=== design 1 ===
`src/rtl/param_priority_encoder_rr.sv`:
```
// Purpose: registered N-to-log2(N) priority encoder, fixed (MSB wins) or round-robin mode.
// Latency: one cycle from din to dout; one result per cycle while out_ready is high.
// Backpressure: while out_valid && !out_ready the result, multi flag and pointer hold and din is ignored.
//
// Ports:
//   clk        rising-edge clock
//   rst_n      synchronous active-low reset
//   din        N request lines, any number may be set
//   mode_sel   requested mode (0 fixed, 1 round-robin), loaded only while idle
//   out_ready  consumer accepts dout this cycle
//   dout       encoded winning index
//   out_valid  dout/multi hold an unaccepted result
//   multi      more than one request was set when the result was captured
//   mode       current mode register
module param_priority_encoder_rr #(
    parameter int N          = 8,
    parameter int W          = $clog2(N),
    parameter bit RR_DEFAULT = 1'b0
) (
    input  logic         clk,
    input  logic         rst_n,
    input  logic [N-1:0] din,
    input  logic         mode_sel,
    input  logic         out_ready,
    output logic [W-1:0] dout,
    output logic         out_valid,
    output logic         multi,
    output logic         mode
);

    logic [W-1:0] ptr;
    logic         free;
    logic         any;
    logic         many;
    logic [W-1:0] fix_idx;
    logic [W-1:0] lo_idx;
    logic [W-1:0] hi_idx;
    logic         hi_hit;
    logic [W-1:0] rr_idx;
    logic [W-1:0] win;
    logic [W-1:0] ptr_nxt;

    assign free = !out_valid || out_ready;
    assign any  = |din;
    // Clearing the lowest set bit leaves something behind only if two or more were set.
    assign many = (din & (din - N'(1))) != '0;

    // Fixed priority: ascending scan so the highest set bit is the last assignment.
    always_comb begin
        fix_idx = '0;
        for (int i = 0; i < N; i++) begin
            if (din[i]) begin
                fix_idx = W'(i);
            end
        end
    end

    // Round-robin: the lowest set bit at or above ptr wins; if none exists the
    // scan has wrapped, so the lowest set bit overall wins. Descending loop so
    // the last assignment is the lowest index.
    always_comb begin
        lo_idx = '0;
        hi_idx = '0;
        hi_hit = 1'b0;
        for (int i = N - 1; i >= 0; i--) begin
            if (din[i]) begin
                lo_idx = W'(i);
                if (i >= int'(ptr)) begin
                    hi_idx = W'(i);
                    hi_hit = 1'b1;
                end
            end
        end
    end

    assign rr_idx = hi_hit ? hi_idx : lo_idx;
    assign win    = mode ? rr_idx : fix_idx;

    // Wrap explicitly at N-1 so non-power-of-two N never points past the last line.
    assign ptr_nxt = (win == W'(N - 1)) ? '0 : win + W'(1);

    always_ff @(posedge clk) begin
        if (!rst_n) begin
            dout      <= '0;
            out_valid <= 1'b0;
            multi     <= 1'b0;
            ptr       <= '0;
            mode      <= RR_DEFAULT;
        end else begin
            // Mode changes only when nothing is pending and nothing is requested.
            if (!out_valid && !any) begin
                mode <= mode_sel;
            end
            if (free) begin
                if (any) begin
                    dout      <= win;
                    multi     <= many;
                    out_valid <= 1'b1;
                    ptr       <= ptr_nxt;
                end else begin
                    // dout/multi keep their last values; they are meaningless without valid.
                    out_valid <= 1'b0;
                end
            end
        end
    end

endmodule

```
`config.mk`:
```
export PLATFORM = sky130hd
export DESIGN_NAME = param_priority_encoder_rr
export DESIGN_NICKNAME = d
export VERILOG_FILES = /design/src/rtl/param_priority_encoder_rr.sv
export SDC_FILE = /design/constraint.sdc
export NUM_CORES = 1
export LEC_CHECK = 0
export CORE_AREA = 8 8 46 63
export DETAILED_ROUTE_END_ITERATION = 8
export DIE_AREA = 0 0 54 71
export PLACE_DENSITY = 0.7
export SKIP_CTS_REPAIR_TIMING = 1
export SKIP_LAST_GASP = 1
export SLEW_MARGIN = 30
export SYNTH_ARGS = -nofsm -noshare
export SYNTH_HDL_FRONTEND = slang
export SYNTH_SLANG_ARGS = --single-unit
```
`constraint.sdc`:
```
create_clock -name clk -period 2.3 [get_ports clk]
set_clock_uncertainty 0.2 [all_clocks]
set_input_delay 0.345 -clock clk [delete_from_list [all_inputs] [get_ports clk]]
set_output_delay 0.345 -clock clk [all_outputs]
set_load 0.03 [all_outputs]
```
design_1/met1.png
Bar = 20 um.
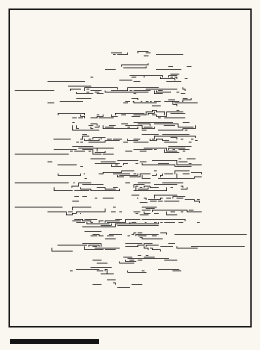
The wires run mostly horizontal. 156 nets have wire on it. The layer carries 1010 um of wire.
WL final: 2688 um
via count: 1012
met1 Usage GRT: 0.1391

design_1/met2.png
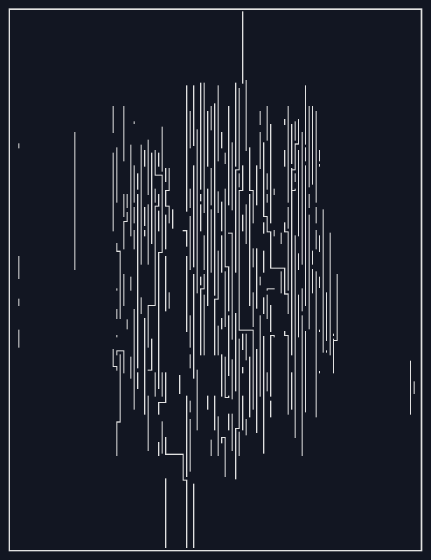
The wires run mostly vertical. The layer holds 54% of the routed length. The longest straight run is 26.5 um. 152 nets have wire on it. The layer carries 1460 um of wire.

design_1/met3.png
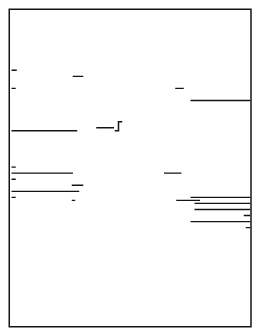
The wires run mostly horizontal. The longest straight run is 14.9 um. The layer carries 134 um of wire. The layer holds 5.0% of the routed length. 20 nets have wire on it.
GR Util met3: 0.02935

==> run_results.csv <==
group,metric,value,unit
status,status,"finished, final reports clean",
synthesis,topCellsByArea,"dfxtp_1, nor2_1, a21oi_1",
layout,n_antenna_cell,0,
min_path,hp-class,"flop to flop",
layout,post-route-util,0.6616,
worst_setup_path,cp_data_arrival_time,2.17,ns
worst_setup_path,reg2reg_depth,9,
worst_setup_path,worstSetupEndpoint,"ptr[1]$_SDFFE_PN0P_",
global_routing,grt-busiest-layer,"met2",
synthesis,syn_area,837.1,um2
power_and_ir_drop,total_power,0.0005160,W
power_and_ir_drop,combPwrFrac,0.426,
power_and_ir_drop,clockPowerShare,0.231,
power_and_ir_drop,power.group.top,"combinational logic",
detailed_routing,drc,0,
sta,tns,0,ns
clock_network,cts_buffers,3,
sta,rsz0062_at_grt,"true",
run,maxCapViolations,0,
layout,nonClkBufAreaFrac,0.3392,
layout,reg.largest.list,"dout: 3 flops, ptr: 3 flops",
layout,inv_count,3,
sta,period_needed,2.229,ns
sta,max_slew_margin,0.7418,
synthesis,yosysWarningCount,0,
detailed_routing,drt_pre_antenna_iters,4,
layout,final_cell_mix,"buf_4, nor2_1, clkdlybuf4s50_1",
power_and_ir_drop,internal_power,0.0003476,W
layout,clockBufferCount,4,
global_routing,antenna_found_initial,0,
clock_network,cts-root-buf,"clkbuf_4",
detailed_routing,wl_per_cell,15.02,um
clock_network,clock_latency,0.26,ns
run,warnings,27,
synthesis,most_common_cell,"nor2_1",
worst_setup_path,required,2.24,ns
worst_setup_path,crit_fanout,5,
floorplan,fp.dieW,54,um
sta,worstMarginPinSlew,0.3775,ns
min_path,min-delay-start,"dout[0]$_SDFFE_PN0P_",
layout,layout_top_cell,"buf_4",
worst_setup_path,worst_r2r_endpoint,"ptr[1]$_SDFFE_PN0P_",
worst_setup_path,critPathLaunch,"ptr[1]$_SDFFE_PN0P_",
cells by family (layout without fill, tap and decap cells):
family / count (synthesis) / count (layout) / synth area share
fa+ha+maj: 3 / 3 / 0.04036
mux: 3 / 3 / 0.03588
flops: 9 / 9 / 0.2152
buf+inv: 12 / 60 / 0.08519
compound gates: 36 / 36 / 0.3348
simple gates: 46 / 46 / 0.2885
metal layers:
metal / part of all wire / vias to the layer above
li1: - / 498
met5: 0 / -
met1: 0.38 / 481
met4: 0.028 / 0
met3: 0.050 / 6
met2: 0.54 / 27

=== design 2 ===
design_2/met1.png
Bar = 20 um.
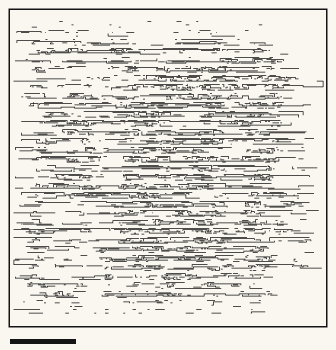
design_2/met2.png
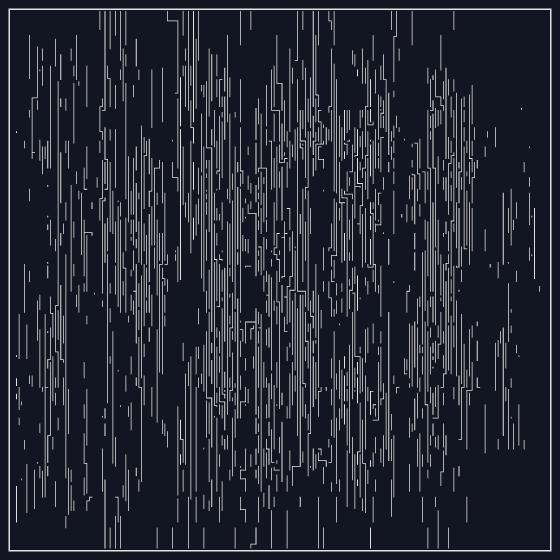
design_2/met3.png
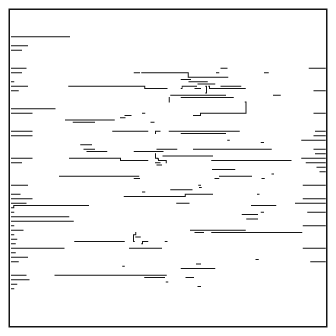
--- src/rtl/mgia_line_fetch.sv ---
// rtl/mgia_line_fetch.sv - MGIA scanline fetch sequencer: Wishbone read master filling ping-pong line buffers
module mgia_line_fetch #(
  parameter int WORDS_PER_LINE = 40,
  parameter int ADR_W          = 23
) (
  input  logic             CLK_I,
  input  logic             RST_I,
  input  logic             HSYNC_I,
  input  logic             VSYNC_I,
  input  logic             VEN_I,
  input  logic [ADR_W-1:0] FB_BASE_I,
  output logic [ADR_W-1:0] MGIA_ADR_O,
  output logic             MGIA_CYC_O,
  output logic             MGIA_STB_O,
  input  logic             MGIA_ACK_I,
  input  logic [15:0]      MGIA_DAT_I,
  output logic             ODD_O,
  output logic [5:0]       S_ADR_O,
  output logic [15:0]      S_DAT_O,
  output logic             S_WE_O,
  output logic             UNDERRUN_O
);

  typedef enum logic {IDLE, FETCH} state_t;

  localparam logic [5:0]       LAST_WORD = 6'(WORDS_PER_LINE - 1);
  localparam logic [ADR_W-1:0] LINE_STEP = ADR_W'(WORDS_PER_LINE);

  state_t           state, state_next;
  logic [5:0]       count;
  logic [ADR_W-1:0] line_ptr;
  logic [ADR_W-1:0] ptr;
  logic             start;
  logic             store;

  // A VSYNC in the same cycle as HSYNC means the new line comes from the new frame base.
  assign ptr        = VSYNC_I ? FB_BASE_I : line_ptr;
  assign MGIA_CYC_O = (state == FETCH);
  assign MGIA_STB_O = (state == FETCH);

  always_comb begin
    state_next = state;
    start      = 1'b0;
    store      = 1'b0;
    if (VSYNC_I || HSYNC_I) begin
      if (HSYNC_I && VEN_I) begin
        start      = 1'b1;
        state_next = FETCH;
      end else begin
        state_next = IDLE;
      end
    end else if (state == FETCH && MGIA_ACK_I) begin
      store = 1'b1;
      if (count == LAST_WORD) begin
        state_next = IDLE;
      end
    end
  end

  always_ff @(posedge CLK_I) begin
    if (RST_I) begin
      state      <= IDLE;
      count      <= '0;
      line_ptr   <= '0;
      MGIA_ADR_O <= '0;
      ODD_O      <= 1'b0;
      S_ADR_O    <= '0;
      S_DAT_O    <= '0;
      S_WE_O     <= 1'b0;
      UNDERRUN_O <= 1'b0;
    end else begin
      state  <= state_next;
      S_WE_O <= store;

      if (VSYNC_I) begin
        line_ptr   <= FB_BASE_I;
        UNDERRUN_O <= 1'b0;
      end else if (HSYNC_I && state == FETCH) begin
        UNDERRUN_O <= 1'b1;
      end

      // line_ptr advances even if this line is later cut short, keeping frame geometry fixed.
      if (start) begin
        ODD_O      <= ~ODD_O;
        count      <= '0;
        MGIA_ADR_O <= ptr;
        line_ptr   <= ptr + LINE_STEP;
      end

      if (store) begin
        S_ADR_O    <= count;
        S_DAT_O    <= MGIA_DAT_I;
        count      <= count + 6'd1;
        MGIA_ADR_O <= MGIA_ADR_O + 1'b1;
      end
    end
  end

endmodule
--- config.mk ---
export PLATFORM = sky130hd
export DESIGN_NAME = mgia_line_fetch
export DESIGN_NICKNAME = d
export VERILOG_FILES = /design/src/rtl/mgia_line_fetch.sv
export SDC_FILE = /design/constraint.sdc
export NUM_CORES = 1
export LEC_CHECK = 0
export ABC_AREA = 1
export CORE_UTILIZATION = 47
export CTS_BUF_LIST = sky130_fd_sc_hd__clkbuf_4 sky130_fd_sc_hd__clkbuf_8
export DETAILED_ROUTE_END_ITERATION = 7
export GPL_TIMING_DRIVEN = 0
export PLACE_DENSITY_LB_ADDON = 0.08
export RECOVER_POWER = 100
export SLEW_MARGIN = 20
export SYNTH_ARGS = -nofsm -noshare
export SYNTH_HDL_FRONTEND = slang
export SYNTH_SLANG_ARGS = --single-unit
--- constraint.sdc ---
create_clock -name CLK_I -period 2 [get_ports CLK_I]
set_clock_uncertainty 0.2 [all_clocks]
set_input_delay 0.4 -clock CLK_I [delete_from_list [all_inputs] [get_ports CLK_I]]
set_output_delay 0.4 -clock CLK_I [all_outputs]
set_load 0.01 [all_outputs]
==> run_results.csv <==
group,metric,value,unit
worst_setup_path,worstSetupEndpoint,"MGIA_ADR_O[3]",
synthesis,synth_cells,615,
sta,setup_viol,0,
layout,seq_cell_count,78,
global_routing,grt_first_pass_wirelength,19190,um
worst_setup_path,cp_cell_sequence,"clkdlybuf4s50_1",
synthesis,synth.top_cell.area_share,0.3806,
worst_setup_path,required,1.40,ns
layout,combGateArea,2258,um2
detailed_routing,routed_wl,12140,um
power_and_ir_drop,pwr-share-seq,0.485,
sta,drv_slew,0,
synthesis,synth.distinct_cells,46,
synthesis,ys_sh_aoi,0.1604,
layout,inv_count,49,
sta,finalCritPeriodShare,0.9813,
floorplan,ios,95,
layout,nonClkBufAreaFrac,0.2120,
global_routing,grt_max_degree,14,
status,status,"finished, final reports clean",
clock_network,cts_buffer_depth,2,
power_and_ir_drop,power_switching,0.0009414,W
power_and_ir_drop,powerClk,0.00124,W
placement,dpl.cell_count,814,
worst_setup_path,crit_slowest_cell,"clkdlybuf4s50_1",
floorplan,num_rows,33,
sta,fmax,509.5,MHz
synthesis,yosys_register_bits,78,
sta,worstMarginPinSlew,0.5839,ns
layout,largestClassByArea,"multi-input combinational cells",
clock_network,cts-root-buf,"clkbuf_8",
## Picture notes: design_2/met1.png
The wires run mostly horizontal. The layer carries 5220 um of wire. The layer holds 43% of the routed length. 693 nets have wire on it.

## Picture notes: design_2/met2.png
The layer holds 47% of the routed length. 628 nets have wire on it. The longest straight run is 39.6 um. The wires run mostly vertical.

## Picture notes: design_2/met3.png
The layer carries 885 um of wire. The wires run mostly horizontal. The longest straight run is 33.6 um. The layer holds 7.3% of the routed length. 109 nets have wire on it.

## layer usage
| layer | vias up | part of all wire | global-route usage |
|---|---|---|---|
| met5 | - | 0 | 0 |
| met4 | 0 | 0.032 | 0.1256 |
| met3 | 35 | 0.073 | 0.05502 |
| met2 | 186 | 0.47 | 0.4577 |
| met1 | 2054 | 0.43 | 0.3448 |
| li1 | 2235 | - | - |
## registers in the layout, summed over array words and instances (netlist names)
signal and cells:
count 6, MGIA_CYC_O 1, ODD_O 1, S_ADR_O 6
S_WE_O 1, S_DAT_O 16, MGIA_ADR_O 23, line_ptr 23
UNDERRUN_O 1

=== design 3 ===
design_3/met1.png
Bar = 50 um.
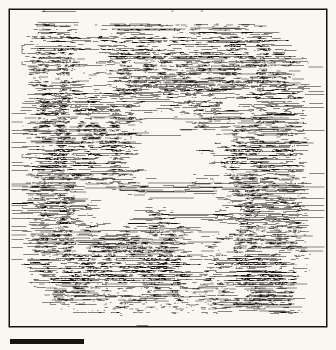
==> src/rtl/sum_accum.sv <==
`default_nettype none
// ============================================================================
// Module  : sum_accum
// Brief   : Multi-lane group accumulator. Each output is the lane-wise sum of
//           NBEATS accepted input beats. Lanes can be signed or unsigned, and
//           can saturate or wrap. Each lane has a sticky overflow flag. The
//           output uses a valid/ready handshake and has one cycle of latency.
// Revision: 1.0 - initial release
// ============================================================================
module sum_accum #(
  parameter int WIDTH    = 32,
  parameter int LANES    = 4,
  parameter int NBEATS   = 4,
  parameter int SIGNED   = 1,
  parameter int SATURATE = 1
) (
  input  logic                          clk,
  input  logic                          rst,
  input  logic                          clear,
  input  logic                          in_valid,
  output logic                          in_ready,
  input  logic [LANES*WIDTH-1:0]        in_data,
  output logic                          out_valid,
  input  logic                          out_ready,
  output logic [LANES*WIDTH-1:0]        out_data,
  output logic [LANES-1:0]              out_ovf,
  output logic [$clog2(NBEATS+1)-1:0]   beat_cnt
);

  localparam int              CW        = $clog2(NBEATS+1);
  localparam logic [CW-1:0]   LAST_BEAT = CW'(NBEATS-1);

  typedef enum logic [0:0] {
    ACC  = 1'b0,
    HOLD = 1'b1
  } state_t;

  state_t                   state;
  logic [LANES*WIDTH-1:0]   acc;
  logic [LANES-1:0]         flags;
  logic [LANES*WIDTH-1:0]   lane_sum;
  logic [LANES-1:0]         lane_ovf;
  logic                     accept;
  logic                     last_beat;
  logic                     handshake;

  // A held result blocks input unless it drains on this edge. clear always
  // blocks input, so it takes priority over a beat offered at the same time.
  assign in_ready  = !clear && ((state == ACC) || out_ready);
  assign accept    = in_valid && in_ready;
  assign last_beat = accept && (beat_cnt == LAST_BEAT);
  assign handshake = out_valid && out_ready;

  generate
    for (genvar l = 0; l < LANES; l++) begin : g_lane
      logic [WIDTH-1:0] a;
      logic [WIDTH-1:0] b;
      logic [WIDTH:0]   sum;
      logic             ovf;

      assign a = acc[l*WIDTH +: WIDTH];
      assign b = in_data[l*WIDTH +: WIDTH];

      // Add in WIDTH+1 bits. The extra bit shows whether the result left the
      // representable range.
      if (SIGNED != 0) begin : g_signed
        assign sum = {a[WIDTH-1], a} + {b[WIDTH-1], b};
        assign ovf = sum[WIDTH] ^ sum[WIDTH-1];
      end else begin : g_unsigned
        assign sum = {1'b0, a} + {1'b0, b};
        assign ovf = sum[WIDTH];
      end

      assign lane_ovf[l] = ovf;

      if (SATURATE != 0) begin : g_sat
        logic [WIDTH-1:0] limit;
        if (SIGNED != 0) begin : g_slim
          // The sign of the true sum selects the rail that was crossed.
          assign limit = sum[WIDTH] ? {1'b1, {(WIDTH-1){1'b0}}}
                                    : {1'b0, {(WIDTH-1){1'b1}}};
        end else begin : g_ulim
          assign limit = {WIDTH{1'b1}};
        end
        assign lane_sum[l*WIDTH +: WIDTH] = ovf ? limit : sum[WIDTH-1:0];
      end else begin : g_wrap
        assign lane_sum[l*WIDTH +: WIDTH] = sum[WIDTH-1:0];
      end
    end
  endgenerate

  // Control FSM, accumulators and registered output stage.
  always_ff @(posedge clk or posedge rst) begin
    if (rst) begin
      state     <= ACC;
      acc       <= '0;
      flags     <= '0;
      beat_cnt  <= '0;
      out_valid <= 1'b0;
      out_data  <= '0;
      out_ovf   <= '0;
    end else begin
      // Draining the held result returns to ACC. A group that completes on
      // the same edge overrides this below and keeps out_valid high.
      if (handshake) begin
        out_valid <= 1'b0;
        state     <= ACC;
      end

      if (clear) begin
        acc      <= '0;
        flags    <= '0;
        beat_cnt <= '0;
      end else if (last_beat) begin
        out_data  <= lane_sum;
        out_ovf   <= flags | lane_ovf;
        out_valid <= 1'b1;
        state     <= HOLD;
        acc       <= '0;
        flags     <= '0;
        beat_cnt  <= '0;
      end else if (accept) begin
        acc      <= lane_sum;
        flags    <= flags | lane_ovf;
        beat_cnt <= beat_cnt + CW'(1);
      end
    end
  end

endmodule
`default_nettype wire

==> config.mk <==
export PLATFORM = sky130hd
export DESIGN_NAME = sum_accum
export DESIGN_NICKNAME = d
export VERILOG_FILES = /design/src/rtl/sum_accum.sv
export SDC_FILE = /design/constraint.sdc
export NUM_CORES = 1
export LEC_CHECK = 0
export CORE_MARGIN = 8
export CORE_UTILIZATION = 45
export DETAILED_ROUTE_END_ITERATION = 8
export PLACE_DENSITY = 0.72
export SETUP_SLACK_MARGIN = 0.15
export SLEW_MARGIN = 15
export SYNTH_ARGS = -nofsm -noshare
export SYNTH_HDL_FRONTEND = slang
export SYNTH_SLANG_ARGS = --single-unit
==> constraint.sdc <==
create_clock -name clk -period 22.9 [get_ports clk]
set_input_delay 4.58 -clock clk [delete_from_list [all_inputs] [get_ports clk]]
set_output_delay 4.58 -clock clk [all_outputs]
set_load 0.03 [all_outputs]
==> run_results.csv <==
group,metric,value,unit
status,status,"finished, final reports clean",
synthesis,synth_cells,1885,
global_routing,antenna_found_initial,5,
global_routing,grt-ovfl-total,0,
synthesis,syn_nets,2157,
synthesis,syn_avg_cell_area,9.262,um2
sta,fmax,91.44,MHz
detailed_routing,routed_wl,54060,um
min_path,worstHoldEndpoint,"out_ovf[1]$_DFFE_PP0P_",
worst_setup_path,path_buffers,3,
detailed_routing,ant_nets,0,
global_routing,grt_pass1_vias,15747,
sta,hold_viol,0,
synthesis,ff_type,"dfrtp_1",
synthesis,edf_count,0,
worst_setup_path,r2r-start,"acc[36]$_DFFE_PP0P_",
worst_setup_path,cp_top_family,"buffers and inverters",
layout,stdcell_count,2654,
global_routing,grt_first_pass_wirelength,85950,um
layout,reg.largest.list,"acc: 128 flops, out_data: 128 flops",
synthesis,async_flop_share,1.000,
power_and_ir_drop,ir_drop,0.0001168,V
synthesis,ys_sh_adder,0.1013,
synthesis,ys_sh_xor,0.05267,
power_and_ir_drop,pwr-share-seq,0.238,
worst_setup_path,worstSetupEndpoint,"in_ready",
synthesis,largest_area_cell,"dfrtp_1",
clock_network,htreeDepth,2,
Notes on design_3/met1.png above:
2231 nets have wire on it. The layer holds 44% of the routed length. The longest straight run is 60.7 um. The wires run mostly horizontal.

==> final cells by class <==
| type | instances | area [um2] | area share |
|---|---|---|---|
| clock inverters | 17 | 190.2 | 0.008772 |
| repair buffers | 282 | 2790 | 0.1287 |
| multi-input cells | 1474 | 10170 | 0.4689 |
| diodes | 1 | 2.502 | 0.0001154 |
| inverters | 47 | 183.9 | 0.008483 |
| well taps | 518 | 648.1 | 0.02989 |
| clock buffers | 46 | 968.4 | 0.04467 |
| flip-flops and latches | 269 | 6731 | 0.3105 |

=== design 4 ===
`src/rtl/therm_scan_ctrl_pkg.sv`:
```
// Shared types and constants for the ring-oscillator thermal scanner.
package therm_scan_ctrl_pkg;

  typedef enum logic [2:0] {
    ST_IDLE   = 3'd0,
    ST_SETTLE = 3'd1,
    ST_COUNT  = 3'd2,
    ST_LATCH  = 3'd3,
    ST_SEND   = 3'd4,
    ST_NEXT   = 3'd5
  } state_t;

  localparam logic [7:0] FRAME_HDR = 8'hA5;

  function automatic int nbytes(input int w);
    return (w + 7) / 8;
  endfunction

  function automatic int max2(input int a, input int b);
    return (a > b) ? a : b;
  endfunction

endpackage

```
`src/rtl/therm_scan_ctrl_if.sv`:
```
// UART-side byte stream: valid/ready handshake carrying one frame byte per transfer.
interface therm_scan_ctrl_if;
  logic [7:0] tx_data;
  logic       tx_valid;
  logic       tx_ready;

  modport master (output tx_data, output tx_valid, input tx_ready);
  modport slave  (input tx_data, input tx_valid, output tx_ready);
endinterface

```
`src/rtl/therm_scan_ctrl_ro_sync_edge.sv`:
```
// Two-flop synchroniser for one raw RO output plus a registered rising-edge pulse.
module therm_scan_ctrl_ro_sync_edge (
  input  logic clk,
  input  logic rst_n,
  input  logic ro_in,
  output logic edge_pulse
);

  logic sync1_reg, sync2_reg, prev_reg, edge_reg;

  // Total latency from RO edge to pulse is three clocks.
  always_ff @(posedge clk or negedge rst_n) begin
    if (!rst_n) begin
      sync1_reg <= 1'b0;
      sync2_reg <= 1'b0;
      prev_reg  <= 1'b0;
      edge_reg  <= 1'b0;
    end else begin
      sync1_reg <= ro_in;
      sync2_reg <= sync1_reg;
      prev_reg  <= sync2_reg;
      edge_reg  <= sync2_reg & ~prev_reg;
    end
  end

  assign edge_pulse = edge_reg;

endmodule

```
`src/rtl/therm_scan_ctrl.sv`:
```
// Round-robin RO thermal scanner: settle, count edges over a window, latch, alarm, and stream a framed result.
module therm_scan_ctrl
  import therm_scan_ctrl_pkg::*;
#(
  parameter int N_CH          = 4,
  parameter int COUNT_W       = 16,
  parameter int WINDOW_CYCLES = 1000,
  parameter int SETTLE_CYCLES = 8
) (
  input  logic               clk,
  input  logic               rst_n,
  input  logic               en,
  input  logic               single_shot,
  input  logic               start,
  input  logic [N_CH-1:0]    ro_in,
  output logic [N_CH-1:0]    ro_en,
  input  logic [COUNT_W-1:0] alarm_thresh,
  output logic [N_CH-1:0]    alarm,
  therm_scan_ctrl_if.master  tx,
  output logic               busy,
  output logic               scan_done
);

  localparam int NB    = nbytes(COUNT_W);
  localparam int TMR_W = $clog2(max2(WINDOW_CYCLES, SETTLE_CYCLES) + 1);
  localparam int CH_W  = (N_CH > 1) ? $clog2(N_CH) : 1;
  localparam int BI_W  = $clog2(NB + 2);

  localparam logic [TMR_W-1:0]   SETTLE_LOAD = TMR_W'(SETTLE_CYCLES - 1);
  localparam logic [TMR_W-1:0]   WINDOW_LOAD = TMR_W'(WINDOW_CYCLES - 1);
  localparam logic [CH_W-1:0]    CH_LAST     = CH_W'(N_CH - 1);
  localparam logic [BI_W-1:0]    BI_LAST     = BI_W'(NB + 1);
  localparam logic [COUNT_W-1:0] CNT_MAX     = '1;

  state_t               state_reg, state_next;
  logic [CH_W-1:0]      ch_reg, ch_next;
  logic [TMR_W-1:0]     tmr_reg, tmr_next;
  logic [COUNT_W-1:0]   count_reg, count_next;
  logic [COUNT_W-1:0]   result_reg, result_next;
  logic [BI_W-1:0]      bidx_reg, bidx_next;
  logic [N_CH-1:0]      alarm_reg, alarm_next;
  logic [N_CH-1:0]      ro_en_reg, ro_en_next;
  logic [7:0]           tx_data_reg, tx_data_next;
  logic                 tx_valid_reg, tx_valid_next;
  logic                 scan_done_reg, scan_done_next;
  logic [N_CH-1:0]      edge_vec;
  logic                 edge_sel;

  generate
    for (genvar gi = 0; gi < N_CH; gi++) begin : g_sync
      therm_scan_ctrl_ro_sync_edge u_sync (
        .clk        (clk),
        .rst_n      (rst_n),
        .ro_in      (ro_in[gi]),
        .edge_pulse (edge_vec[gi])
      );
    end
  endgenerate

  assign edge_sel = edge_vec[ch_reg];

  function automatic logic [N_CH-1:0] onehot(input logic [CH_W-1:0] c);
    logic [N_CH-1:0] r;
    for (int i = 0; i < N_CH; i++) r[i] = (c == CH_W'(i));
    return r;
  endfunction

  // Byte 0 is the header, byte 1 the channel, then the zero-padded result MSB first.
  function automatic logic [7:0] frame_byte(input logic [BI_W-1:0] idx,
                                            input logic [CH_W-1:0] c,
                                            input logic [COUNT_W-1:0] r);
    logic [NB*8-1:0] pad;
    logic [7:0]      b;
    pad = (NB*8)'(r);
    b   = FRAME_HDR;
    if (idx == BI_W'(1)) b = {4'h0, 4'(c)};
    for (int k = 0; k < NB; k++) begin
      if (idx == BI_W'(k + 2)) b = pad[8*(NB-1-k) +: 8];
    end
    return b;
  endfunction

  always_ff @(posedge clk or negedge rst_n) begin
    if (!rst_n) begin
      state_reg     <= ST_IDLE;
      ch_reg        <= '0;
      tmr_reg       <= '0;
      count_reg     <= '0;
      result_reg    <= '0;
      bidx_reg      <= '0;
      alarm_reg     <= '0;
      ro_en_reg     <= '0;
      tx_data_reg   <= '0;
      tx_valid_reg  <= 1'b0;
      scan_done_reg <= 1'b0;
    end else begin
      state_reg     <= state_next;
      ch_reg        <= ch_next;
      tmr_reg       <= tmr_next;
      count_reg     <= count_next;
      result_reg    <= result_next;
      bidx_reg      <= bidx_next;
      alarm_reg     <= alarm_next;
      ro_en_reg     <= ro_en_next;
      tx_data_reg   <= tx_data_next;
      tx_valid_reg  <= tx_valid_next;
      scan_done_reg <= scan_done_next;
    end
  end

  always_comb begin
    state_next     = state_reg;
    ch_next        = ch_reg;
    tmr_next       = tmr_reg;
    count_next     = count_reg;
    result_next    = result_reg;
    bidx_next      = bidx_reg;
    alarm_next     = alarm_reg;
    ro_en_next     = ro_en_reg;
    tx_data_next   = tx_data_reg;
    tx_valid_next  = tx_valid_reg;
    scan_done_next = 1'b0;

    case (state_reg)
      ST_IDLE: begin
        if (start) begin
          state_next = ST_SETTLE;
          ch_next    = '0;
          tmr_next   = SETTLE_LOAD;
          ro_en_next = onehot('0);
          count_next = '0;
        end
      end
      ST_SETTLE: begin
        count_next = '0;
        if (tmr_reg == '0) begin
          state_next = ST_COUNT;
          tmr_next   = WINDOW_LOAD;
        end else begin
          tmr_next = tmr_reg - 1'b1;
        end
      end
      ST_COUNT: begin
        if (edge_sel && (count_reg != CNT_MAX)) count_next = count_reg + 1'b1;
        if (tmr_reg == '0) state_next = ST_LATCH;
        else               tmr_next   = tmr_reg - 1'b1;
      end
      ST_LATCH: begin
        result_next         = count_reg;
        alarm_next[ch_reg]  = (count_reg < alarm_thresh);
        ro_en_next          = '0;
        bidx_next           = '0;
        tx_data_next        = FRAME_HDR;
        tx_valid_next       = 1'b1;
        state_next          = ST_SEND;
      end
      ST_SEND: begin
        // Valid is held in SEND, so ready alone marks a transfer.
        if (tx.tx_ready) begin
          if (bidx_reg == BI_LAST) begin
            tx_valid_next = 1'b0;
            state_next    = ST_NEXT;
          end else begin
            bidx_next    = bidx_reg + 1'b1;
            tx_data_next = frame_byte(bidx_reg + 1'b1, ch_reg, result_reg);
          end
        end
      end
      ST_NEXT: begin
        if (ch_reg == CH_LAST) begin
          ch_next        = '0;
          scan_done_next = 1'b1;
          if (single_shot) begin
            state_next = ST_IDLE;
          end else begin
            state_next = ST_SETTLE;
            tmr_next   = SETTLE_LOAD;
            ro_en_next = onehot('0);
          end
        end else begin
          ch_next    = ch_reg + 1'b1;
          state_next = ST_SETTLE;
          tmr_next   = SETTLE_LOAD;
          ro_en_next = onehot(ch_reg + 1'b1);
        end
      end
      default: state_next = ST_IDLE;
    endcase

    // Disable aborts everything except the sticky alarms.
    if (!en) begin
      state_next     = ST_IDLE;
      ch_next        = '0;
      ro_en_next     = '0;
      tx_valid_next  = 1'b0;
      count_next     = '0;
      scan_done_next = 1'b0;
    end
  end

  assign ro_en       = ro_en_reg;
  assign alarm       = alarm_reg;
  assign tx.tx_data  = tx_data_reg;
  assign tx.tx_valid = tx_valid_reg;
  assign busy        = (state_reg != ST_IDLE);
  assign scan_done   = scan_done_reg;

endmodule

```
`src/flat_wrapper.sv`:
```
// flat-port wrapper written by rule: the top's interface ports become plain ports
module therm_scan_ctrl_flat import therm_scan_ctrl_pkg::*;
#(
  parameter int N_CH          = 4,
  parameter int COUNT_W       = 16,
  parameter int WINDOW_CYCLES = 1000,
  parameter int SETTLE_CYCLES = 8
)
  (clk, rst_n, en, single_shot, start, ro_in, ro_en, alarm_thresh, alarm, busy, scan_done, tx_tx_data, tx_tx_valid, tx_tx_ready);
  therm_scan_ctrl_if tx_i ();
  input  logic clk;
  input  logic rst_n;
  input  logic en;
  input  logic single_shot;
  input  logic start;
  input  logic [N_CH-1:0] ro_in;
  output logic [N_CH-1:0] ro_en;
  input  logic [COUNT_W-1:0] alarm_thresh;
  output logic [N_CH-1:0] alarm;
  output logic busy;
  output logic scan_done;
  output wire logic [$bits(tx_i.tx_data)-1:0] tx_tx_data;
  output wire logic [$bits(tx_i.tx_valid)-1:0] tx_tx_valid;
  input wire logic [$bits(tx_i.tx_ready)-1:0] tx_tx_ready;
  assign tx_tx_data = tx_i.tx_data;
  assign tx_tx_valid = tx_i.tx_valid;
  assign tx_i.tx_ready = tx_tx_ready;
  therm_scan_ctrl #(.N_CH(N_CH), .COUNT_W(COUNT_W), .WINDOW_CYCLES(WINDOW_CYCLES), .SETTLE_CYCLES(SETTLE_CYCLES)) u_core (.clk(clk), .rst_n(rst_n), .en(en), .single_shot(single_shot), .start(start), .ro_in(ro_in), .ro_en(ro_en), .alarm_thresh(alarm_thresh), .alarm(alarm), .tx(tx_i), .busy(busy), .scan_done(scan_done));
endmodule
```
`config.mk`:
```
export PLATFORM = sky130hd
export DESIGN_NAME = therm_scan_ctrl_flat
export DESIGN_NICKNAME = d
export VERILOG_FILES = /design/src/rtl/therm_scan_ctrl_pkg.sv /design/src/rtl/therm_scan_ctrl_if.sv /design/src/rtl/therm_scan_ctrl_ro_sync_edge.sv /design/src/rtl/therm_scan_ctrl.sv /design/src/flat_wrapper.sv
export SDC_FILE = /design/constraint.sdc
export NUM_CORES = 1
export LEC_CHECK = 0
export CAP_MARGIN = 20
export CELL_PAD_IN_SITES_DETAIL_PLACEMENT = 0
export CELL_PAD_IN_SITES_GLOBAL_PLACEMENT = 1
export CORE_ASPECT_RATIO = 0.5
export CORE_UTILIZATION = 25
export DETAILED_ROUTE_END_ITERATION = 10
export PLACE_DENSITY = 0.51
export SLEW_MARGIN = 0
export SYNTH_ARGS = -nofsm -noshare
export SYNTH_HDL_FRONTEND = slang
export SYNTH_SLANG_ARGS = --single-unit
export TNS_END_PERCENT = 1
```
`constraint.sdc`:
```
create_clock -name clk -period 3.5 [get_ports clk]
set_input_delay 0.7 -clock clk [delete_from_list [all_inputs] [get_ports clk]]
set_output_delay 0.7 -clock clk [all_outputs]
set_load 0.03 [all_outputs]
```
==> run_results.csv <==
group,metric,value,unit
status,status,"finished, final reports clean",
synthesis,synth.distinct_cells,60,
synthesis,ys_sh_mux,0.01371,
synthesis,netlist_top_cells_count,"dfrtp_1, nand2_1, o21ai_0, ha_1, nor2_1",
power_and_ir_drop,p_sw_frac,0.2523,
synthesis,largest_area_cell,"dfrtp_1",
detailed_routing,ant_nets,0,
power_and_ir_drop,ir_drop,0.0002238,V
floorplan,fp.dieW,189.2,um
power_and_ir_drop,p_leak,2.403,nW
detailed_routing,avgViaCountPerCell,4.679,
worst_setup_path,critPathLaunch,"u_core.state_reg[0]$_DFFE_PN0P_",
clock_network,post_cts_buffers,0,
sta,max_slew_margin,0.4452,
layout,nets,553,
power_and_ir_drop,power_switching,0.0005160,W
synthesis,ff_type,"dfrtp_1",
layout,sh_comb_area,0.3966,
layout,seq_share,0.3888,
sta,drv_slew,0,
layout,regArea,2077,um2
floorplan,n_tap_cell,227,
power_and_ir_drop,power.group.top,"sequential cells",
worst_setup_path,cp_top_family,"flip-flops",
global_routing,grt_pass1_vias,3367,
layout,nonClkBufAreaFrac,0.09042,
worst_setup_path,worst_r2r_endpoint,"u_core.count_reg[11]$_DFFE_PN0P_",
worst_setup_path,rrSetupSlack,1.10,ns
floorplan,num_rows,33,
placement,place_congestion,0.7335,
clock_network,cts-root-buf,"clkbuf_16",
power_and_ir_drop,clockPowerShare,0.456,
sta,fmax,365.1,MHz
layout,post-route-util,0.3186,
layout,stdcell_area,5341,um2
layout,num-fill-cells,1787,
synthesis,ys_sh_aoi,0.1946,
min_path,hp-class,"flop to flop",
clock_network,cts_tree,"done",
synthesis,edf_count,0,
layout,syn_to_final_growth,21.97,%
global_routing,grt-ovfl-total,0,
synthesis,ys_top_logic_family,"simple AND/OR/NAND/NOR gates",
placement,dpl.cell_count,717,
==> how the worst max path moves through the flow <==
stage,slack [ns],cells after the start,to
6_report,0.76,2,busy
5_1_grt,0.69,2,busy
4_1_cts,0.74,2,busy
3_5_place_dp,0.51,8,u_core.alarm[1]$_DFFE_PN0P_
3_3_place_gp,0.52,8,u_core.alarm[1]$_DFFE_PN0P_
2_1_floorplan,1.41,6,u_core.count_reg[12]$_DFFE_PN0P_
==> routing by layer <==
metal	global-route usage	wire length (um)	vias to the layer above
met3	0.02908	243	5
li1	-	-	1730
met1	0.2012	6111	1654
met4	0.03427	82	0
met5	0	0	-
met2	0.1863	4455	41
design_4/met1.png
Bar = 50 um.
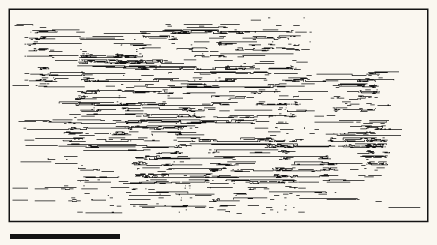
The layer carries 6110 um of wire. 502 nets have wire on it. The layer holds 56% of the routed length.
met1 Usage GRT: 0.2012
WL final: 10890 um

design_4/met2.png
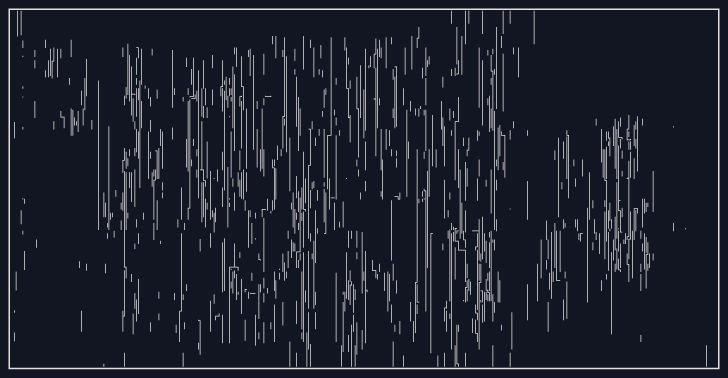
The longest straight run is 39.8 um. The wires run mostly vertical. The layer holds 41% of the routed length. The layer carries 4460 um of wire. 422 nets have wire on it.


=== design 5 ===
`src/rtl/vga_timing_pkg.sv`:
```
// Shared 640x480@60 timing defaults, line/frame total helper and RGB332 field positions.
package vga_timing_pkg;

   localparam int DEF_H_ACTIVE = 640;
   localparam int DEF_H_FP     = 16;
   localparam int DEF_H_SYNC   = 96;
   localparam int DEF_H_BP     = 48;
   localparam int DEF_V_ACTIVE = 480;
   localparam int DEF_V_FP     = 10;
   localparam int DEF_V_SYNC   = 2;
   localparam int DEF_V_BP     = 33;

   // RGB332 byte layout: {R[2:0], G[2:0], B[1:0]}
   localparam int R_HI = 7;
   localparam int R_LO = 5;
   localparam int G_HI = 4;
   localparam int G_LO = 2;
   localparam int B_HI = 1;
   localparam int B_LO = 0;

   function automatic int line_total(input int act, input int fp, input int sync, input int bp);
      return act + fp + sync + bp;
   endfunction

   localparam int DEF_H_TOTAL = line_total(DEF_H_ACTIVE, DEF_H_FP, DEF_H_SYNC, DEF_H_BP);
   localparam int DEF_V_TOTAL = line_total(DEF_V_ACTIVE, DEF_V_FP, DEF_V_SYNC, DEF_V_BP);

endpackage

```
`src/rtl/byte_fifo.sv`:
```
// Synchronous show-ahead byte FIFO; a flush discards contents but keeps a same-cycle push.
module byte_fifo #(
   parameter int DEPTH = 16
) (
   input  logic       clk,
   input  logic       rst,
   input  logic       push,
   input  logic       pop,
   input  logic       flush,
   input  logic [7:0] din,
   output logic [7:0] dout,
   output logic       full,
   output logic       empty
);

   localparam int AW = $clog2(DEPTH);

   logic [7:0]    mem [DEPTH];
   logic [AW-1:0] wr_ptr;
   logic [AW-1:0] rd_ptr;
   logic [AW:0]   count;
   logic          push_ok;
   logic          pop_ok;

   assign full    = (count == (AW+1)'(DEPTH));
   assign empty   = (count == '0);
   assign dout    = mem[rd_ptr];
   assign push_ok = push && !full;
   assign pop_ok  = pop && !empty;

   always_ff @(posedge clk) begin
      if (push_ok) mem[wr_ptr] <= din;
   end

   // Flush drops everything up to the write pointer, so a simultaneous push survives.
   always_ff @(posedge clk or posedge rst) begin
      if (rst) begin
         wr_ptr <= '0;
         rd_ptr <= '0;
         count  <= '0;
      end else if (flush) begin
         rd_ptr <= wr_ptr;
         if (push_ok) begin
            wr_ptr <= wr_ptr + 1'b1;
            count  <= (AW+1)'(1);
         end else begin
            count  <= '0;
         end
      end else begin
         if (push_ok) wr_ptr <= wr_ptr + 1'b1;
         if (pop_ok)  rd_ptr <= rd_ptr + 1'b1;
         case ({push_ok, pop_ok})
            2'b10:   count <= count + 1'b1;
            2'b01:   count <= count - 1'b1;
            default: count <= count;
         endcase
      end
   end

endmodule

```
`src/rtl/vga_scanout.sv`:
```
// VGA scanout: byte FIFO intake, 640x480@60 timing at clk/2, frame_sync at start of vblank.
// Optional underflow counter port enabled by VGA_SCANOUT_UNDERFLOW_CNT_EN.
module vga_scanout
   import vga_timing_pkg::*;
#(
   parameter int H_ACTIVE   = DEF_H_ACTIVE,
   parameter int H_FP       = DEF_H_FP,
   parameter int H_SYNC     = DEF_H_SYNC,
   parameter int H_BP       = DEF_H_BP,
   parameter int V_ACTIVE   = DEF_V_ACTIVE,
   parameter int V_FP       = DEF_V_FP,
   parameter int V_SYNC     = DEF_V_SYNC,
   parameter int V_BP       = DEF_V_BP,
   parameter int FIFO_DEPTH = 16
) (
   input  logic       clk,
   input  logic       rst,
   input  logic [7:0] data_i,
   input  logic       stb_i,
   output logic       ack_i,
   output logic       frame_sync,
   output logic       hsync,
   output logic       vsync,
   output logic [2:0] red,
   output logic [2:0] green,
   output logic [1:0] blue,
   output logic       de
`ifdef VGA_SCANOUT_UNDERFLOW_CNT_EN
   ,
   output logic [15:0] underflow_cnt
`endif
);

   localparam int H_TOTAL = line_total(H_ACTIVE, H_FP, H_SYNC, H_BP);
   localparam int V_TOTAL = line_total(V_ACTIVE, V_FP, V_SYNC, V_BP);
   localparam int H_W     = $clog2(H_TOTAL);
   localparam int V_W     = $clog2(V_TOTAL);

   logic           pix_ce;
   logic [H_W-1:0] h;
   logic [V_W-1:0] v;
   logic           active;
   logic           hs_zone;
   logic           vs_zone;
   logic           sync_pt;
   logic           push;
   logic           pop;
   logic           flush;
   logic           full;
   logic           empty;
   logic [7:0]     dout;
   logic [7:0]     pix;

   always_comb begin
      active  = (h < H_W'(H_ACTIVE)) && (v < V_W'(V_ACTIVE));
      hs_zone = (h >= H_W'(H_ACTIVE + H_FP)) && (h < H_W'(H_ACTIVE + H_FP + H_SYNC));
      vs_zone = (v >= V_W'(V_ACTIVE + V_FP)) && (v < V_W'(V_ACTIVE + V_FP + V_SYNC));
      sync_pt = (h == '0) && (v == V_W'(V_ACTIVE));
      // ack_i high last cycle blocks re-accepting the same held strobe
      push    = stb_i && !ack_i && !full;
      pop     = pix_ce && active && !empty;
      flush   = pix_ce && sync_pt;
      pix     = pop ? dout : 8'h00;
   end

   byte_fifo #(.DEPTH(FIFO_DEPTH)) u_fifo (
      .clk   (clk),
      .rst   (rst),
      .push  (push),
      .pop   (pop),
      .flush (flush),
      .din   (data_i),
      .dout  (dout),
      .full  (full),
      .empty (empty)
   );

   // Reset parks the raster at the top of vertical blanking.
   always_ff @(posedge clk or posedge rst) begin
      if (rst) begin
         pix_ce <= 1'b0;
         h      <= '0;
         v      <= V_W'(V_ACTIVE);
      end else begin
         pix_ce <= ~pix_ce;
         if (pix_ce) begin
            if (h == H_W'(H_TOTAL - 1)) begin
               h <= '0;
               v <= (v == V_W'(V_TOTAL - 1)) ? '0 : v + 1'b1;
            end else begin
               h <= h + 1'b1;
            end
         end
      end
   end

   always_ff @(posedge clk or posedge rst) begin
      if (rst) begin
         ack_i      <= 1'b0;
         frame_sync <= 1'b0;
         hsync      <= 1'b1;
         vsync      <= 1'b1;
         de         <= 1'b0;
         red        <= '0;
         green      <= '0;
         blue       <= '0;
      end else begin
         ack_i      <= push;
         frame_sync <= flush;
         if (pix_ce) begin
            hsync <= !hs_zone;
            vsync <= !vs_zone;
            de    <= active;
            red   <= pix[R_HI:R_LO];
            green <= pix[G_HI:G_LO];
            blue  <= pix[B_HI:B_LO];
         end
      end
   end

`ifdef VGA_SCANOUT_UNDERFLOW_CNT_EN
   always_ff @(posedge clk or posedge rst) begin
      if (rst) begin
         underflow_cnt <= '0;
      end else if (pix_ce && active && empty && (underflow_cnt != 16'hFFFF)) begin
         underflow_cnt <= underflow_cnt + 1'b1;
      end
   end
`endif

endmodule
```
`config.mk`:
```
export PLATFORM = sky130hd
export DESIGN_NAME = vga_scanout
export DESIGN_NICKNAME = d
export VERILOG_FILES = /design/src/rtl/vga_timing_pkg.sv /design/src/rtl/byte_fifo.sv /design/src/rtl/vga_scanout.sv
export SDC_FILE = /design/constraint.sdc
export NUM_CORES = 1
export LEC_CHECK = 0
export ABC_AREA = 1
export CAP_MARGIN = 15
export CORE_MARGIN = 8
export CORE_UTILIZATION = 56
export DETAILED_ROUTE_END_ITERATION = 12
export PLACE_DENSITY = 0.75
export SYNTH_ARGS = -nofsm -noshare
export SYNTH_HDL_FRONTEND = slang
export SYNTH_SLANG_ARGS = --single-unit
```
`constraint.sdc`:
```
create_clock -name clk -period 2.25 [get_ports clk]
set_input_delay 0.45 -clock clk [delete_from_list [all_inputs] [get_ports clk]]
set_output_delay 0.45 -clock clk [all_outputs]
set_load 0.02 [all_outputs]
```
design_5/met1.png
Bar = 50 um.
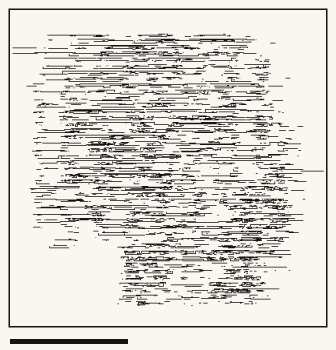
The wires run mostly horizontal. 784 nets have wire on it. The layer carries 7550 um of wire. The layer holds 42% of the routed length. The longest straight run is 30.8 um.

design_5/met2.png
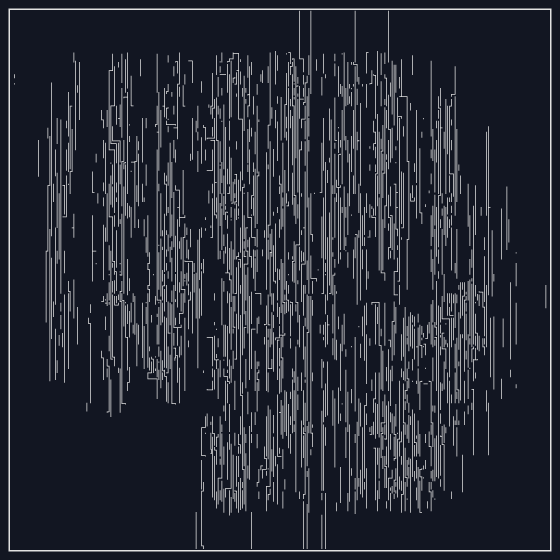
The wires run mostly vertical. The layer holds 49% of the routed length. The layer carries 8770 um of wire.

==> run_results.csv <==
group,metric,value,unit
detailed_routing,wl_per_cell,17.75,um
worst_setup_path,cpMostUsedCell,"nand2_1",
detailed_routing,num_vias,5700,
detailed_routing,ant_nets,0,
worst_setup_path,critPathMaxStageDelay,0.42,ns
synthesis,topCellsByArea,"edfxtp_1, dfrtp_1, nand2_1",
power_and_ir_drop,total_power,0.01063,W
worst_setup_path,rrSetupSlack,0.12,ns
worst_setup_path,cp-end-kind,"flop",
layout,final_cell_mix,"nand2_1, nand3_1, edfxtp_1",
layout,largest_reg_flops,128,
global_routing,met2_usage,0.3356,
floorplan,num_rows,43,
synthesis,edf_count,128,
synthesis,simple_gate_area_frac,0.2603,
global_routing,grt-busiest-layer,"met2",
status,status,"finished, final reports clean",
detailed_routing,drt_pre_antenna_iters,5,
layout,stdcell_area,9125,um2
run,maxCapViolations,0,
sta,period_needed,2.135,ns
layout,stdcell_count,1009,
power_and_ir_drop,p_leak,3.695,nW
clock_network,cts_buffers,17,
worst_setup_path,path_buffers,2,
synthesis,most_common_cell,"nand2_1",
power_and_ir_drop,ir_drop,0.0008245,V
placement,place_area,8453,um2
worst_setup_path,cp_top_family,"simple AND/OR/NAND/NOR gates",
power_and_ir_drop,powerSeq,0.00413,W
global_routing,grt_pass1_vias,5472,
sta,whs,0.3227,ns
global_routing,use_met1,0.2680,
worst_setup_path,crit_cells,15,
worst_setup_path,required,2.58,ns
synthesis,yosys_register_bits,175,
floorplan,ios,24,
design_5/met3.png
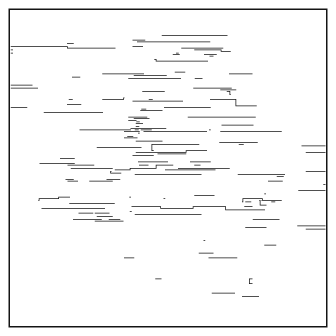
The longest straight run is 30.8 um. The wires run mostly horizontal. 81 nets have wire on it. The layer carries 1320 um of wire. The layer holds 7.4% of the routed length.

-- area by class of cell --
| cell class | count | area, um2 |
|---|---|---|
| clock buffers | 18 | 429.2 |
| inverters | 50 | 187.7 |
| well taps | 180 | 225.2 |
| clock inverters | 14 | 153.9 |
| flip-flops and latches | 175 | 5031 |
| repair buffers | 70 | 608.1 |
| multi-input cells | 502 | 2490 |
| fillers | 1053 | 4648 |
-- repair_timing --
action                     4_1_cts  5_1_grt
hold buffers                     0        0
setup endpoints to repair        0        1
hold endpoints to repair         0        0
buffers inserted                 0        9
resized                          0        6


==> notes/layouts.md <==
Pictures saved along the way, in no particular order.

Routing congestion map.
(a)
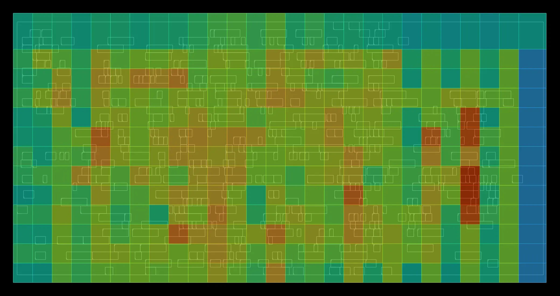
(b)
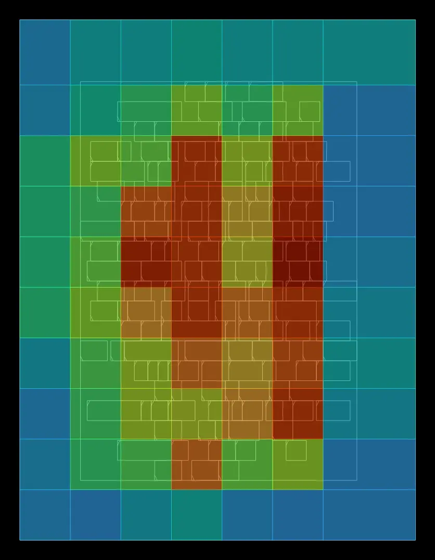
(c)
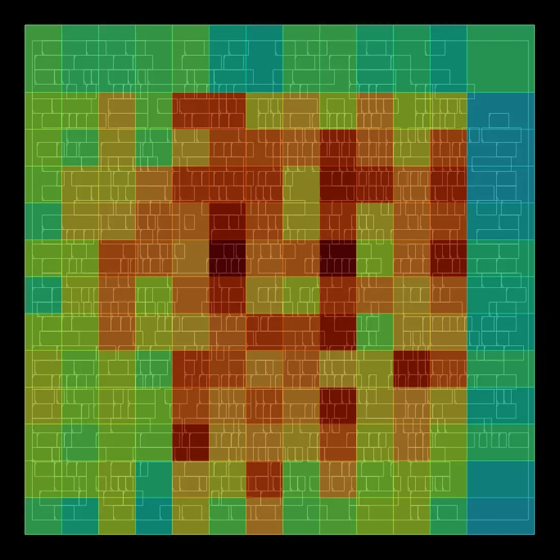
(d)
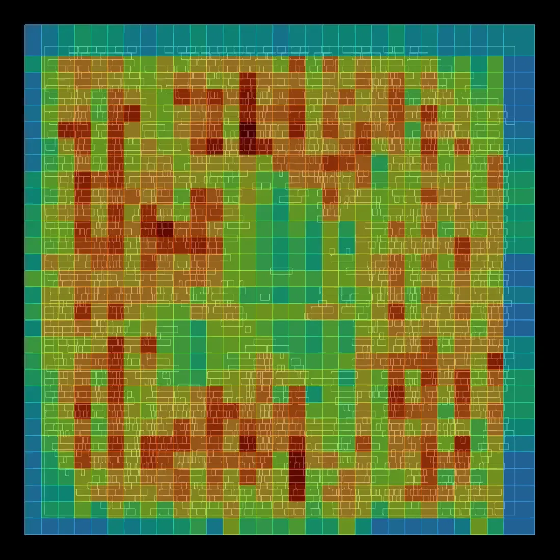
(e)
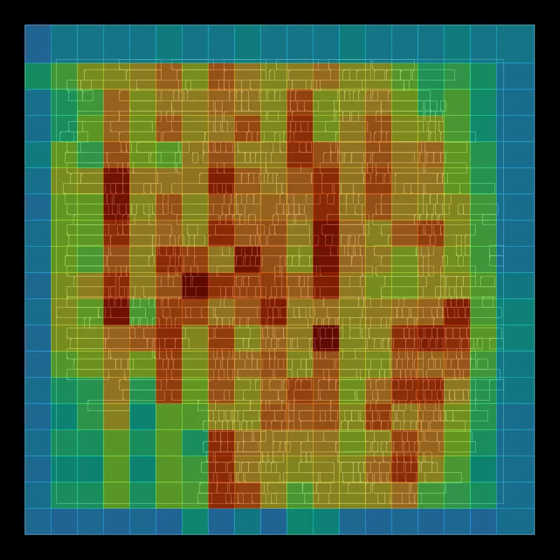
The one with the highest track usage is (c).
- (b) = design 1
- (a) = design 4
- (d) = design 3
- (c) = design 2
- (e) = design 5

Power figures rest on the tool's default switching activity, not on a simulated workload.
